# symbol_demodulator

**symbol_demodulator: met2 routing**

Scale: 3 px per um.
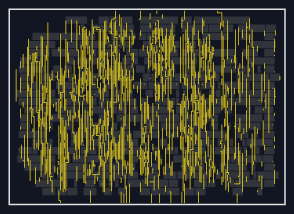
**symbol_demodulator: track usage over the die**

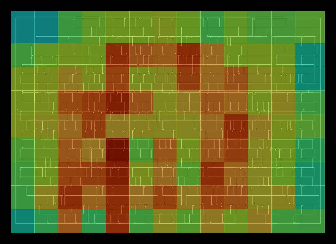
$ cat src/rtl/symbol_demodulator.sv
// Integrate-and-dump symbol demodulator: sums SPS signed samples per symbol and
// makes a BPSK sign or ASK threshold decision, with a one-deep valid/ready output.
module symbol_demodulator #(
    parameter int DATA_W = 16,
    parameter int SPS    = 8,
    parameter int MODE   = 0,
    localparam int ACC_W = DATA_W + $clog2(SPS)
) (
    input  logic                     clk,
    input  logic                     rst,
    input  logic                     in_valid,
    input  logic signed [DATA_W-1:0] in_data,
    output logic                     in_ready,
    input  logic                     sync,
    input  logic signed [ACC_W-1:0]  threshold,
    output logic                     sym_valid,
    input  logic                     sym_ready,
    output logic                     sym_bit,
    output logic signed [ACC_W-1:0]  sym_energy
);

    localparam int CNT_W = $clog2(SPS);
    localparam logic [CNT_W-1:0] CNT_LAST = CNT_W'(SPS - 1);

    logic signed [ACC_W-1:0] acc_q, acc_d;
    logic [CNT_W-1:0]        cnt_q, cnt_d;
    logic                    sym_valid_q, sym_valid_d;
    logic                    sym_bit_q, sym_bit_d;
    logic signed [ACC_W-1:0] energy_q, energy_d;

    logic signed [ACC_W-1:0] sample_ext;
    logic signed [ACC_W-1:0] sum;
    logic                    last;
    logic                    accept;
    logic                    complete;
    logic                    decision;

    // ACC_W leaves clog2(SPS) headroom bits, so a full symbol can never wrap.
    assign sample_ext = ACC_W'(in_data);
    assign sum        = acc_q + sample_ext;
    assign last       = (cnt_q == CNT_LAST);
    assign in_ready   = !(last && sym_valid_q && !sym_ready);
    assign accept     = in_valid && in_ready;
    assign complete   = accept && last && !sync;
    assign decision   = (MODE == 0) ? !sum[ACC_W-1] : (sum > threshold);

    always_comb begin
        // NOTE: every next-state signal gets a default first so no path leaves it unassigned (no latches).
        acc_d       = acc_q;
        cnt_d       = cnt_q;
        sym_valid_d = sym_valid_q;
        sym_bit_d   = sym_bit_q;
        energy_d    = energy_q;

        if (sync) begin
            acc_d = accept ? sample_ext : '0;
            cnt_d = accept ? CNT_W'(1) : '0;
        end else if (accept) begin
            if (last) begin
                acc_d = '0;
                cnt_d = '0;
            end else begin
                acc_d = sum;
                cnt_d = cnt_q + CNT_W'(1);
            end
        end

        // A completing sample is only accepted when the output slot is free or draining now.
        if (complete) begin
            sym_valid_d = 1'b1;
            sym_bit_d   = decision;
            energy_d    = sum;
        end else if (sym_valid_q && sym_ready) begin
            sym_valid_d = 1'b0;
        end
    end

    // NOTE: state registers use non-blocking assignments so all flops update together on the edge.
    always_ff @(posedge clk or negedge rst) begin
        if (!rst) begin
            acc_q       <= '0;
            cnt_q       <= '0;
            sym_valid_q <= 1'b0;
            sym_bit_q   <= 1'b0;
            energy_q    <= '0;
        end else begin
            acc_q       <= acc_d;
            cnt_q       <= cnt_d;
            sym_valid_q <= sym_valid_d;
            sym_bit_q   <= sym_bit_d;
            energy_q    <= energy_d;
        end
    end

    assign sym_valid  = sym_valid_q;
    assign sym_bit    = sym_bit_q;
    assign sym_energy = energy_q;

endmodule

$ cat config.mk
export PLATFORM = sky130hd
export DESIGN_NAME = symbol_demodulator
export DESIGN_NICKNAME = d
export VERILOG_FILES = /design/src/rtl/symbol_demodulator.sv
export SDC_FILE = /design/constraint.sdc
export NUM_CORES = 1
export LEC_CHECK = 0
export CAP_MARGIN = 30
export CORE_ASPECT_RATIO = 0.7
export CORE_MARGIN = 1
export CORE_UTILIZATION = 49
export DETAILED_ROUTE_END_ITERATION = 6
export PLACE_DENSITY_LB_ADDON = 0.12
export SLEW_MARGIN = 0
export SYNTH_ARGS = -nofsm -noshare
export SYNTH_HDL_FRONTEND = slang
export SYNTH_SLANG_ARGS = --single-unit
$ cat constraint.sdc
create_clock -name clk -period 2.7 [get_ports clk]
set_clock_uncertainty 0.05 [all_clocks]
set_input_delay 0.675 -clock clk [delete_from_list [all_inputs] [get_ports clk]]
set_output_delay 0.675 -clock clk [all_outputs]
set_load 0.01 [all_outputs]
==> reports/results.txt <==
Detailed Place HPWL - 5.47 mm
Mapped Area - 2740 um^2
depth of the worst register-to-register path - 11
CTS resizes - 20
Nets - 465
Pwr Density - 605 nW/um^2
CTS Root Cell - clkbuf_8
Syn Inst Count - 305
synthesis area per yosys - 2740 um^2
Chip Area - 5900 um^2
WL met2 - 3.71 mm
Clk pwr share - 16.7%
Main logic family - AND-OR/OR-AND gates
count of tool warnings - 45
most frequent cells in the layout - 72 x nand2_1, 63 x buf_4, 43 x dfrtp_1, 31 x clkdlybuf4s50_1, 17 x o21ai_0
ao+oa area frac - 22.4%
combinational share of power - 51.5%
status - finished clean
non-filler cells, final - 477
FP Util - 51.6%
pin count of the biggest net entering global routing - 44
CP Capture Point - acc_q[15]
Yosys Instances - 305
combinational power - 1.25 mW
IO buf count - 42
Sw Pwr - 0.892 mW
chip height - 64.6 um
crit path max fanout - 6
Core ar. - 5310 um^2
max-cap violations - 0
Peak supply drop - 0.000369 V
Critical Path Start Type - input port
Die Wd - 91.4 um
antenna violations before repair - 0
via count of the first global-routing pass - 2611
most frequent cells after synthesis - 72 x nand2_1, 43 x dfrtp_1, 21 x a21oi_1
CTS tree - done
RePlAce Congestion - 0.880
hold slack - 0.297 ns
Least-Margin Pin Slew - 0.466 ns
Power Clock - 0.406 mW
area delta synth->final - 46.4%
Async SR Flop Fraction - 100%
first-pass GRT wire length - 12.4 mm
cell leakage power - 1.88 nW
met1 track demand over resource - 36.7%
Unique cell types - 46
Seq pwr share - 31.8%
design internal power - 1.54 mW
About 'met2 routing' of symbol_demodulator:
longest straight run: 38.1 um
share of all routed wire: 47%
nets with wire on the layer: 401
wire length on this layer: 3710 um
met2 usage: 43.2%
via count: 2730
Post-Route WL: 7.85 mm

About 'track usage over the die' of symbol_demodulator:
Finished Core Util: 75.5%
gr usage total: 26.8%
GRT met3 Usage: 5.40%
DR WL/cell: 16.5 um
GR peak layer: met2

final cells by class:
cell class | instances | area, um^2 | area share (%)
multi-input combinational | 242 | 1820 | 45.2
sequential | 43 | 1080 | 26.8
timing repair buffer | 106 | 923 | 23.0
tap | 72 | 90.1 | 2.25
clock buffer | 6 | 72.6 | 1.81
inverter | 6 | 22.5 | 0.561
clock inverter | 2 | 12.5 | 0.312
worst max-delay path, stage by stage:
cell and delay, ns:
clkdlybuf4s50_1 0.45, ha_1 0.42, o21a_1 0.22, a21oi_2 0.16, nand2_1 0.09, a41oi_2 0.16, o21ai_2 0.10, xor2_1 0.17
a221o_1 0.33

# alu_op_sequencer

## config.mk

```make
export PLATFORM = sky130hd
export DESIGN_NAME = alu_op_sequencer
export DESIGN_NICKNAME = d
export VERILOG_FILES = /design/src/rtl/alu_op_sequencer.sv
export SDC_FILE = /design/constraint.sdc
export NUM_CORES = 1
export LEC_CHECK = 0
export CELL_PAD_IN_SITES_DETAIL_PLACEMENT = 0
export CELL_PAD_IN_SITES_GLOBAL_PLACEMENT = 1
export CORE_ASPECT_RATIO = 0.6
export CORE_MARGIN = 2
export CORE_UTILIZATION = 42
export CTS_CLUSTER_SIZE = 14
export DETAILED_ROUTE_END_ITERATION = 10
export HOLD_SLACK_MARGIN = 0.12
export PLACE_DENSITY_LB_ADDON = 0.1
export SYNTH_ARGS = -nofsm -noshare
export SYNTH_HDL_FRONTEND = slang
export SYNTH_SLANG_ARGS = --single-unit
```

## constraint.sdc

```tcl
create_clock -name clk -period 2.2 [get_ports clk]
set_clock_uncertainty 0.1 [all_clocks]
set_input_delay 0.44 -clock clk [delete_from_list [all_inputs] [get_ports clk]]
set_output_delay 0.44 -clock clk [all_outputs]
set_load 0.02 [all_outputs]
```

## src/rtl/alu_op_sequencer.sv

```systemverilog
// Issue stage for the 8-bit compare/logic ALU: queues commands, parks ctrl
// at zero before each issue, captures the ALU result and hands it back.
module alu_op_sequencer #(
    parameter int DEPTH = 4
) (
    input  logic                     clk,
    input  logic                     rst_n,
    input  logic                     cmd_valid,
    output logic                     cmd_ready,
    input  logic [3:0]               cmd_ctrl,
    input  logic [7:0]               cmd_a,
    input  logic [7:0]               cmd_b,
    output logic [3:0]               alu_ctrl,
    output logic [7:0]               alu_a,
    output logic [7:0]               alu_b,
    input  logic [7:0]               alu_s,
    output logic                     res_valid,
    input  logic                     res_ready,
    output logic [7:0]               res_data,
    output logic [3:0]               res_ctrl,
    output logic                     res_err,
    output logic                     busy,
    output logic [$clog2(DEPTH):0]   fifo_count
);

    localparam int AW = $clog2(DEPTH);
    localparam int CW = AW + 1;

    typedef enum logic [1:0] {
        IDLE,
        PARK,
        DRIVE,
        HOLD
    } state_t;

    state_t state;
    state_t state_n;

    logic [3:0]    q_ctrl [DEPTH];
    logic [7:0]    q_a    [DEPTH];
    logic [7:0]    q_b    [DEPTH];
    logic [AW-1:0] wr_ptr;
    logic [AW-1:0] rd_ptr;
    logic [CW-1:0] count;

    logic       push;
    logic       pop;
    logic       empty;
    logic       full;
    logic [3:0] cur_ctrl;
    logic       cur_legal;

    assign full       = (count == CW'(DEPTH));
    assign empty      = (count == '0);
    assign cmd_ready  = !full;
    assign push       = cmd_valid && cmd_ready;
    assign fifo_count = count;
    assign busy       = (state != IDLE) || !empty;
    assign cur_legal  = (cur_ctrl >= 4'd2) && (cur_ctrl <= 4'd11);

    always_ff @(posedge clk or negedge rst_n) begin
        if (!rst_n) begin
            for (int i = 0; i < DEPTH; i++) begin
                q_ctrl[i] <= '0;
                q_a[i]    <= '0;
                q_b[i]    <= '0;
            end
        end else if (push) begin
            q_ctrl[wr_ptr] <= cmd_ctrl;
            q_a[wr_ptr]    <= cmd_a;
            q_b[wr_ptr]    <= cmd_b;
        end
    end

    // Pointers wrap naturally because DEPTH is a power of two.
    always_ff @(posedge clk or negedge rst_n) begin
        if (!rst_n) begin
            wr_ptr <= '0;
            rd_ptr <= '0;
            count  <= '0;
        end else begin
            if (push) begin
                wr_ptr <= wr_ptr + AW'(1);
            end
            if (pop) begin
                rd_ptr <= rd_ptr + AW'(1);
            end
            unique case ({push, pop})
                2'b10:   count <= count + CW'(1);
                2'b01:   count <= count - CW'(1);
                default: count <= count;
            endcase
        end
    end

    always_ff @(posedge clk or negedge rst_n) begin
        if (!rst_n) begin
            state <= IDLE;
        end else begin
            state <= state_n;
        end
    end

    always_comb begin
        state_n = state;
        pop     = 1'b0;
        unique case (state)
            IDLE: begin
                if (!empty) begin
                    pop     = 1'b1;
                    state_n = PARK;
                end
            end
            PARK: begin
                state_n = DRIVE;
            end
            DRIVE: begin
                state_n = HOLD;
            end
            HOLD: begin
                if (res_ready) begin
                    if (!empty) begin
                        pop     = 1'b1;
                        state_n = PARK;
                    end else begin
                        state_n = IDLE;
                    end
                end
            end
            default: begin
                state_n = IDLE;
            end
        endcase
    end

    // ctrl is only non-zero during DRIVE, so every issue is a fresh edge.
    always_ff @(posedge clk or negedge rst_n) begin
        if (!rst_n) begin
            alu_ctrl  <= '0;
            alu_a     <= '0;
            alu_b     <= '0;
            cur_ctrl  <= '0;
            res_valid <= 1'b0;
            res_data  <= '0;
            res_ctrl  <= '0;
            res_err   <= 1'b0;
        end else begin
            if (pop) begin
                alu_a    <= q_a[rd_ptr];
                alu_b    <= q_b[rd_ptr];
                cur_ctrl <= q_ctrl[rd_ptr];
            end
            if ((state_n == DRIVE) && cur_legal) begin
                alu_ctrl <= cur_ctrl;
            end else begin
                alu_ctrl <= 4'd0;
            end
            if (state == DRIVE) begin
                res_valid <= 1'b1;
                res_data  <= cur_legal ? alu_s : 8'h00;
                res_ctrl  <= cur_ctrl;
                res_err   <= !cur_legal;
            end else if ((state == HOLD) && res_ready) begin
                res_valid <= 1'b0;
            end
        end
    end

endmodule

```

**alu_op_sequencer: gate families picked out**

Scale: 4 px per um.
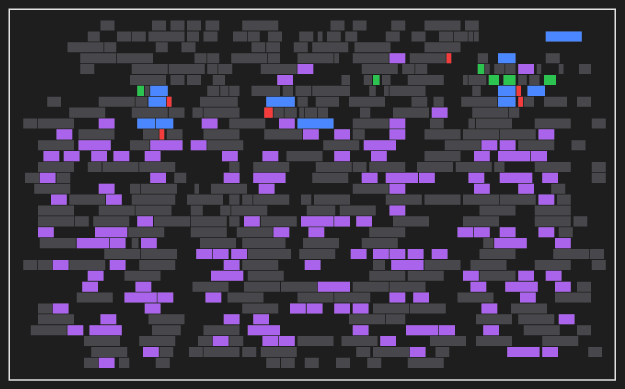
[adder and majority cells] blue | cells: 11 | most used: ha_1
[inverters] red | cells: 6
[inverting AOI/OAI gates] green | cells: 6 | most used: a21oi_1
[multiplexers] purple | cells: 126 | most used: mux2_1
non-filler cells, final: 614
Top cell excl fill/tap: dfrtp_1
combinational share of cell area: 30.7%

==> reports/results.txt <==
Biggest Area Class - registers
chip height - 92.3 um
Post-Route WL - 10.9 mm
Clk pwr share - 24.4%
most frequent cells after synthesis - 127 x dfrtp_1, 67 x mux2_1, 39 x mux2_2
synthesized area per cell - 16.2 um^2
first-pass GRT wire length - 17.8 mm
ao+oa area frac - 2.09%
number of diodes - 0
YS warnings - 0
Syn Inst Count - 337
Max Buffers Root-to-Sink - 2
synthesized net count - 380
sequential share of cell area - 44.6%
buffering overhead - 12.7%
fill count - 1018
Peak supply drop - 0.000640 V
WL met2 - 4.65 mm
max_slew headroom - 72.0%
Finished Core Util - 55.8%
status - finished clean
CTS tree - done
drt pass-1 iters - 4
buffers and inverters on the worst path - 1
total CTS buffers - 17
combinational share of power - 40.2%
Core Rows - 32
worst reg2reg endpoint - fifo_count[1]
latest clock arrival within the worst-skew pair - 0.41 ns
max-cap violations - 0
Plain + repair buffers - 92
RSZ-0062 raised after global routing - no
synthesis area per yosys - 5460 um^2
flop count - 127
design internal power - 8.09 mW
PnR worst setup slack - 0.0709 ns
Crit path max-delay family - flip-flops
critical path required time - 1.66 ns
DR WL/cell - 17.7 um
Sw Pwr - 3.74 mW
Power Clock - 2.89 mW
CTS resizes - 2
leading power group - combinational cells
R2R setup slack - 0.09 ns
area delta synth->final - 30.6%
antenna-violating nets left - 0
crit path time final - 2.13 ns
CP Capture Point - cmd_ready
cts hold-fix bufs - 1
Chip Area - 13900 um^2
yosys xor share - 0.963%
via count of the first global-routing pass - 3278
setup repair bufs after CTS - 1
tap cells - 170
Yosys Instances - 337
critical path depth - 2
fmax - 0.470 GHz
combinational power - 4.75 mW
pin count of the biggest net entering global routing - 55
fraction of layout cells with a size suffix above 1 - 29.5%
cell leakage power - 3.04 nW
post-synth top area cell - dfrtp_1
-- sequential cells by signal, indices dropped and copies added (netlist names), 3 cells and up --
register and flops:
alu_b 8, res_ctrl 4, cur_ctrl 4, res_data 8, q_b 32, q_ctrl 16
q_a 32, alu_a 8, fifo_count 3, alu_ctrl 4
-- metrics by stage --
step | cell area (um^2) | TNS (ns) | cells | hold WS, ns
finish | 7130 | 0 | 614 | 0.354
global route | 7130 | 0 | 614 | 0.360
CTS | 7090 | 0 | 613 | 0.354
detailed placement | 6460 | -2.65 | 579 | 0.252
global placement | 6460 | -2.41 | 579 | 0.251
floorplan | 5510 | -0.0611 | 337 | 0.0444

# count_monitor

**count_monitor: met2 routing**

Scale: 4 px per um.
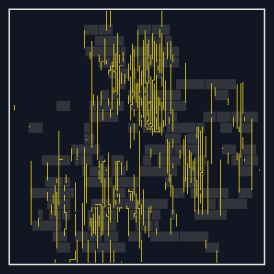
File: config.mk
export PLATFORM = sky130hd
export DESIGN_NAME = count_monitor
export DESIGN_NICKNAME = d
export VERILOG_FILES = /design/src/rtl/count_monitor.sv
export SDC_FILE = /design/constraint.sdc
export NUM_CORES = 1
export LEC_CHECK = 0
export ABC_AREA = 0
export CORE_UTILIZATION = 30
export CTS_BUF_LIST = sky130_fd_sc_hd__clkbuf_4
export DETAILED_ROUTE_END_ITERATION = 8
export GPL_ROUTABILITY_DRIVEN = 1
export PLACE_DENSITY = 0.61
export SLEW_MARGIN = 20
export SYNTH_ARGS = -nofsm -noshare
export SYNTH_HDL_FRONTEND = slang
export SYNTH_SLANG_ARGS = --single-unit
File: constraint.sdc
create_clock -name clk -period 5.4 [get_ports clk]
set_input_delay 1.62 -clock clk [delete_from_list [all_inputs] [get_ports clk]]
set_output_delay 1.62 -clock clk [all_outputs]
set_load 0.01 [all_outputs]
File: src/rtl/count_monitor.sv
// Passive observer of a 4-bit load/count counter: classifies each step, counts wraps,
// and runs an armable compare sequence. Optional build macro: CNT_MON_STICKY_ERR_EN.
module count_monitor #(
    parameter int WIDTH  = 4,
    parameter int WRAP_W = 8,
    parameter int HITS   = 2
) (
    input  logic              clk,
    input  logic              rst,
    input  logic [WIDTH-1:0]  count_in,
    input  logic [WIDTH-1:0]  cmp_val,
    input  logic              arm,
    input  logic              disarm,
    input  logic              err_clr,
    output logic [WRAP_W-1:0] wrap_cnt,
    output logic              jump_err,
    output logic              irq,
    output logic              done,
    output logic              busy
);

    typedef enum logic [1:0] {
        S_IDLE  = 2'd0,
        S_ARMED = 2'd1,
        S_DONE  = 2'd2
    } state_t;

    localparam logic [3:0]        HITS_L   = 4'(HITS);
    localparam logic [WIDTH-1:0]  ONE_W    = {{(WIDTH-1){1'b0}}, 1'b1};
    localparam logic [WRAP_W-1:0] ONE_WRAP = {{(WRAP_W-1){1'b0}}, 1'b1};

    state_t            r_state;
    state_t            w_state_next;
    logic [3:0]        r_hit_cnt;
    logic [3:0]        w_hit_next;
    logic              w_irq_next;
    logic [WIDTH-1:0]  r_prev;
    logic              r_prev_vld;
    logic [WRAP_W-1:0] r_wrap_cnt;
    logic              r_jump_err;
    logic              r_irq;

    logic [WIDTH-1:0]  w_prev_inc;
    logic              w_hold;
    logic              w_inc;
    logic              w_jump;
    logic              w_wrap;
    logic              w_entry;

    // Nothing is classified until a previous sample exists.
    assign w_prev_inc = r_prev + ONE_W;
    assign w_hold     = (count_in == r_prev);
    assign w_inc      = (count_in == w_prev_inc);
    assign w_jump     = r_prev_vld && !w_hold && !w_inc;
    assign w_wrap     = r_prev_vld && w_inc && (r_prev == {WIDTH{1'b1}});
    assign w_entry    = r_prev_vld && (count_in == cmp_val) && !w_hold;

    always_ff @(posedge clk) begin
        if (rst) begin
            r_prev     <= '0;
            r_prev_vld <= 1'b0;
            r_wrap_cnt <= '0;
        end else begin
            r_prev     <= count_in;
            r_prev_vld <= 1'b1;
            if (w_wrap && (r_wrap_cnt != {WRAP_W{1'b1}})) begin
                r_wrap_cnt <= r_wrap_cnt + ONE_WRAP;
            end
        end
    end

`ifdef CNT_MON_STICKY_ERR_EN
    // A new jump takes priority over a clear in the same cycle.
    always_ff @(posedge clk) begin
        if (rst) begin
            r_jump_err <= 1'b0;
        end else if (w_jump) begin
            r_jump_err <= 1'b1;
        end else if (err_clr) begin
            r_jump_err <= 1'b0;
        end
    end
`else
    logic w_unused_err_clr;
    assign w_unused_err_clr = err_clr;

    always_ff @(posedge clk) begin
        if (rst) begin
            r_jump_err <= 1'b0;
        end else begin
            r_jump_err <= w_jump;
        end
    end
`endif

    always_comb begin
        w_state_next = r_state;
        w_hit_next   = r_hit_cnt;
        w_irq_next   = 1'b0;
        if (disarm) begin
            w_state_next = S_IDLE;
            w_hit_next   = 4'd0;
        end else begin
            case (r_state)
                S_IDLE: begin
                    if (arm) begin
                        w_state_next = S_ARMED;
                        w_hit_next   = 4'd0;
                    end
                end
                S_ARMED: begin
                    // A restart swallows any entry seen in the same cycle.
                    if (arm) begin
                        w_hit_next = 4'd0;
                    end else if (w_entry) begin
                        if ((r_hit_cnt + 4'd1) == HITS_L) begin
                            w_state_next = S_DONE;
                            w_irq_next   = 1'b1;
                        end
                        w_hit_next = r_hit_cnt + 4'd1;
                    end
                end
                S_DONE: begin
                    if (arm) begin
                        w_state_next = S_ARMED;
                        w_hit_next   = 4'd0;
                    end
                end
                default: begin
                    w_state_next = S_IDLE;
                    w_hit_next   = 4'd0;
                end
            endcase
        end
    end

    always_ff @(posedge clk) begin
        if (rst) begin
            r_state   <= S_IDLE;
            r_hit_cnt <= 4'd0;
            r_irq     <= 1'b0;
        end else begin
            r_state   <= w_state_next;
            r_hit_cnt <= w_hit_next;
            r_irq     <= w_irq_next;
        end
    end

    assign wrap_cnt = r_wrap_cnt;
    assign jump_err = r_jump_err;
    assign irq      = r_irq;
    assign done     = (r_state == S_DONE);
    assign busy     = (r_state == S_ARMED);

endmodule

==> reports/results.txt <==
IO buf count - 23
Synth mux share - 2.21%
Syn Inst Count - 125
latest clock arrival within the worst-skew pair - 0.30 ns
FP Util - 32.6%
drt pass-1 iters - 4
max-cap violations - 0
RePlAce Congestion - 0.817
Clk pwr share - 27.4%
Sw Pwr - 0.0687 mW
IO Count - 25
Detailed Place HPWL - 1.89 mm
max reg flops - 8
final setup TNS - 0 ns
Logic inverters - 7
design internal power - 0.203 mW
worst reg2reg endpoint - wrap_cnt[7]
via count of the first global-routing pass - 957
number of synthesized register bits - 21
PnR worst setup slack - 2.12 ns
clk slew on worst S/H paths - 0.11 ns
synthesis area per yosys - 1130 um^2
Clock Skew - 0.0112 ns
worst path cell trace - clkdlybuf4s50_1, xor2_1, nor4_4, nand2_1, or4_1, a31oi_1
RR Startpoint - r_prev[0]
DRC - 0
Max Buffers Root-to-Sink - 2
sw frac - 25.2%
YS warnings - 0
Async SR Flop Fraction - 0%
min-delay src - r_state[0]
CP peak stage delay - 0.52 ns
critical path depth - 6
yosys adder share - 4.42%
Least-Margin Pin Slew - 0.609 ns
Hold Fails Final Rpt - 0
Peak supply drop - 0.0000925 V
total CTS buffers - 3
status - finished clean
Vias per Instance - 5.11
Worst Path Arrival - 3.51 ns
final setup fails - 0
Core Rows - 21
post-route cell area - 1440 um^2
CTS Sinks - 21
Chip Area - 4020 um^2
synthesized area per cell - 9.06 um^2
placed standard-cell area - 1410 um^2
slowest stage cell on the critical path - clkdlybuf4s50_1
About 'met2 routing' of count_monitor:
longest straight run: 26.5 um
share of all routed wire: 49%
wire length on this layer: 1230 um
Post-Route WL: 2.50 mm
met2 usage: 23.0%
via count: 997

## Yosys cell counts, types with 2 or more instances
master	n	area (um^2)
nor4_1	2	12.5
ha_1	4	50.1
nand3_1	2	10.0
a41o_1	2	20.0
inv_1	7	26.3
and3_1	2	12.5
nor2_1	13	48.8
a21oi_1	6	30.0
nor3_1	4	20.0
xnor2_1	6	52.6
nand4_1	2	12.5
clkbuf_1	2	7.51
nand3_2	2	20.0
nand2_1	7	26.3
a31oi_1	3	18.8
o21ai_0	6	30.0
nor2b_1	5	31.3
or3_1	4	25.0
xor2_1	7	61.3
dfxtp_1	21	420

# systolic_output_collector

**systolic_output_collector: track usage over the die**

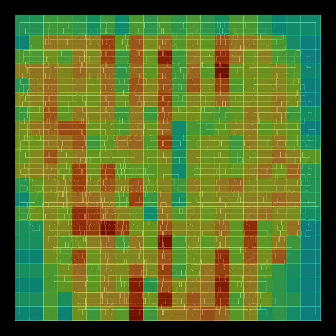
**systolic_output_collector: zoomed window**

Window x 54 to 94, y 83 to 123 um. Cells in gray, sequential cells in the stronger gray; small squares are vias.
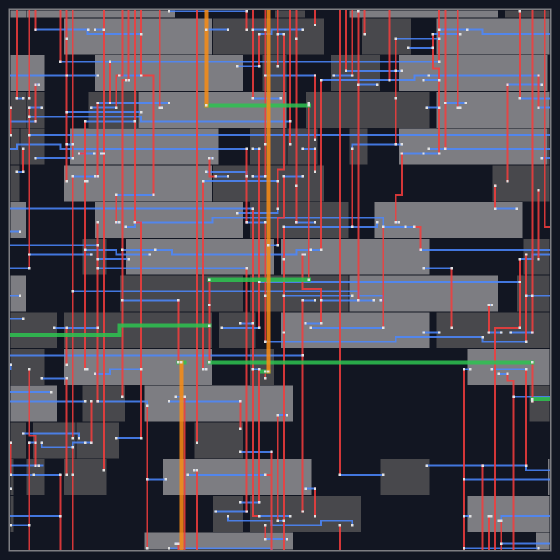
--- config.mk ---
export PLATFORM = sky130hd
export DESIGN_NAME = systolic_output_collector
export DESIGN_NICKNAME = d
export VERILOG_FILES = /design/src/rtl/systolic_output_collector.sv
export SDC_FILE = /design/constraint.sdc
export NUM_CORES = 1
export LEC_CHECK = 0
export CORE_MARGIN = 2
export CORE_UTILIZATION = 55
export CTS_CLUSTER_SIZE = 40
export DETAILED_ROUTE_END_ITERATION = 6
export GPL_TIMING_DRIVEN = 0
export PLACE_DENSITY = 0.86
export SLEW_MARGIN = 20
export SYNTH_ARGS = -nofsm -noshare
export SYNTH_HDL_FRONTEND = slang
export SYNTH_SLANG_ARGS = --single-unit
--- constraint.sdc ---
create_clock -name clk -period 2.6 [get_ports clk]
set_clock_uncertainty 0.1 [all_clocks]
set_input_delay 0.39 -clock clk [delete_from_list [all_inputs] [get_ports clk]]
set_output_delay 0.39 -clock clk [all_outputs]
set_load 0.02 [all_outputs]
--- src/rtl/systolic_output_collector.sv ---
// systolic_output_collector: deskews per-column systolic results into a row buffer and drains it row by row
module systolic_output_collector #(
    parameter int ROWS        = 4,
    parameter int COLS        = 4,
    parameter int WORD_SIZE   = 16,
    parameter int HOLD_CYCLES = 2
) (
    input  logic                          clk,
    input  logic                          rst,
    input  logic                          start,
    input  logic [COLS*WORD_SIZE-1:0]     bottom_out,
    input  logic [COLS-1:0]               output_col_valid,
    output logic [COLS*WORD_SIZE-1:0]     out_row_data,
    output logic [$clog2(ROWS):0]         out_row_idx,
    output logic                          out_valid,
    input  logic                          out_ready,
    output logic                          busy,
    output logic                          done,
    output logic                          overrun
);
    localparam int IW  = $clog2(ROWS) + 1;
    localparam int AW  = $clog2(ROWS);
    localparam int PHW = (HOLD_CYCLES > 1) ? $clog2(HOLD_CYCLES) : 1;

    typedef enum logic [1:0] {IDLE, COLLECT, DRAIN} state_t;

    state_t               state;
    logic [IW-1:0]        row_ptr [COLS];
    logic [PHW-1:0]       phase   [COLS];
    logic [WORD_SIZE-1:0] rbuf    [ROWS][COLS];
    logic [COLS-1:0]      cap, extra, full_next;

    assign busy = (state != IDLE);

    // per-column sample decision: one sample on the first cycle of each hold window
    always_comb begin
        cap       = '0;
        extra     = '0;
        full_next = '0;
        for (int c = 0; c < COLS; c++) begin
            cap[c]       = output_col_valid[c] && phase[c] == '0 && row_ptr[c] < IW'(ROWS);
            extra[c]     = output_col_valid[c] && phase[c] == '0 && row_ptr[c] == IW'(ROWS);
            full_next[c] = row_ptr[c] == IW'(ROWS) || (cap[c] && row_ptr[c] == IW'(ROWS - 1));
        end
    end

    // drained row is a mux of buffer registers, zero whenever no row is offered
    always_comb begin
        out_row_data = '0;
        for (int c = 0; c < COLS; c++)
            out_row_data[c*WORD_SIZE +: WORD_SIZE] = out_valid ? rbuf[out_row_idx[AW-1:0]][c] : '0;
    end

    // result buffer capture; contents need no reset
    always_ff @(posedge clk) begin
        if (rst && state == COLLECT && !start)
            for (int c = 0; c < COLS; c++)
                if (cap[c])
                    rbuf[row_ptr[c][AW-1:0]][c] <= bottom_out[c*WORD_SIZE +: WORD_SIZE];
    end

    // control FSM: pointers, hold-window phase, drain handshake and status flags
    always_ff @(posedge clk) begin
        if (!rst) begin
            state       <= IDLE;
            out_valid   <= 1'b0;
            out_row_idx <= '0;
            done        <= 1'b0;
            overrun     <= 1'b0;
            for (int c = 0; c < COLS; c++) begin
                row_ptr[c] <= '0;
                phase[c]   <= '0;
            end
        end else begin
            done <= 1'b0;
            for (int c = 0; c < COLS; c++)
                phase[c] <= (!output_col_valid[c] || phase[c] == PHW'(HOLD_CYCLES - 1)) ? '0 : phase[c] + 1'b1;
            if (start && state != DRAIN) begin
                state   <= COLLECT;
                overrun <= 1'b0;
                for (int c = 0; c < COLS; c++) begin
                    row_ptr[c] <= '0;
                    phase[c]   <= '0;
                end
            end else if (state == COLLECT) begin
                for (int c = 0; c < COLS; c++)
                    if (cap[c])
                        row_ptr[c] <= row_ptr[c] + 1'b1;
                if (|extra)
                    overrun <= 1'b1;
                if (&full_next) begin
                    state       <= DRAIN;
                    out_valid   <= 1'b1;
                    out_row_idx <= '0;
                end
            end else if (state == DRAIN) begin
                if (|extra)
                    overrun <= 1'b1;
                if (out_ready) begin
                    if (out_row_idx == IW'(ROWS - 1)) begin
                        out_valid   <= 1'b0;
                        done        <= 1'b1;
                        state       <= IDLE;
                        out_row_idx <= '0;
                    end else begin
                        out_row_idx <= out_row_idx + 1'b1;
                    end
                end
            end
        end
    end
endmodule

==> reports/results.txt <==
synthesized area per cell - 19.6 um^2
Pwr Density - 661 nW/um^2
CP dominant cell by count - buf_12
RSZ-0062 raised after global routing - yes
yosys xor share - 0.0770%
Nets - 853
slowest stage cell on the critical path - mux4_2
yosys adder share - 2.64%
combinational power - 0.487 mW
design internal power - 7.31 mW
hold path depth - 2
worst reg2reg endpoint - rbuf[1][39]
Hold Path Sink - overrun
status - finished clean
Unique cell types - 42
cts hold-fix bufs - 0
CTS Sinks - 282
CP Capture Type - primary output
critical path required time - 2.11 ns
CTS tree - done
H-tree depth - 1
DR WL/cell - 20.2 um
setup repair bufs after CTS - 3
Synth Flop Type - edfxtp_1
Chip Area - 21800 um^2
post-synth top area cell - edfxtp_1
antenna violations before repair - 0
final setup TNS - 0 ns
1st-iter DRT viols - 353
cell leakage power - 4.72 nW
gr usage total - 19.7%
About 'track usage over the die' of systolic_output_collector:
Finished Core Util: 67.9%
GR peak layer: met2
GRT met3 Usage: 3.36%
met1 track demand over resource: 25.5%

About 'zoomed window' of systolic_output_collector:
[met1] blue
[met4] orange
[met2] red
[met3] green
sequential cells in the window: 20
netlist names of flops here include: `rbuf` (20)
cells with their middle in the window: 52
most frequent: edfxtp_1 (20), clkdlybuf4s50_1 (5), and2_4 (4)

-- area by class of cell --
class | count | area [um^2]
clock buffers | 36 | 719
inverters | 21 | 78.8
flip-flops and latches | 282 | 8320
well taps | 270 | 338
repair buffers | 146 | 1150
multi-input cells | 255 | 2810
plain buffers | 24 | 234
clock inverters | 12 | 87.6
fillers | 1301 | 6500
-- worst min-delay path, delay by kind of cell (launching register included) --
kind	cells	cell delay, ns
flops	1	0.31
buf+inv	1	0.05
compound gates	1	0.05


==> notes/layouts.md <==
Pictures saved along the way, in no particular order.

Zoomed window.
panel A
Window x 56 to 96, y 45 to 85 um. Cells in gray, sequential cells in the stronger gray; small squares are vias.
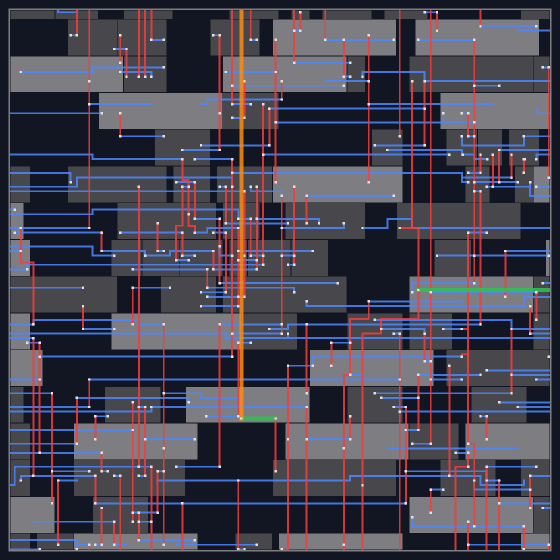
panel B
Window x 12 to 52, y 23 to 63 um. Cells in gray, sequential cells in the stronger gray; small squares are vias.
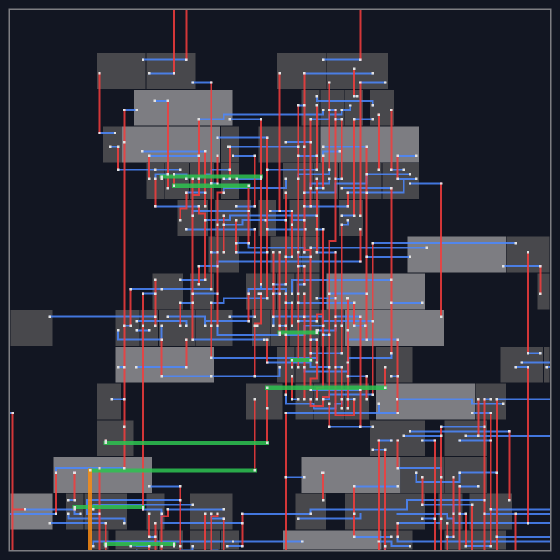
panel C
Window x 26 to 66, y 25 to 65 um. Cells in gray, sequential cells in the stronger gray; small squares are vias.
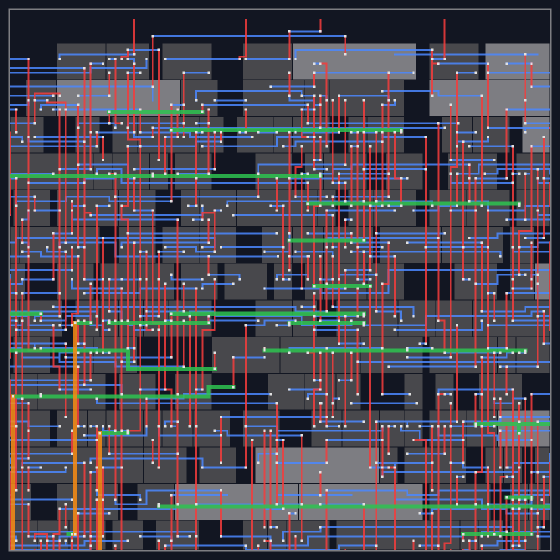
alu_op_sequencer -> panel A
count_monitor -> panel B
symbol_demodulator -> panel C

Power and IR drop assume default switching activity.
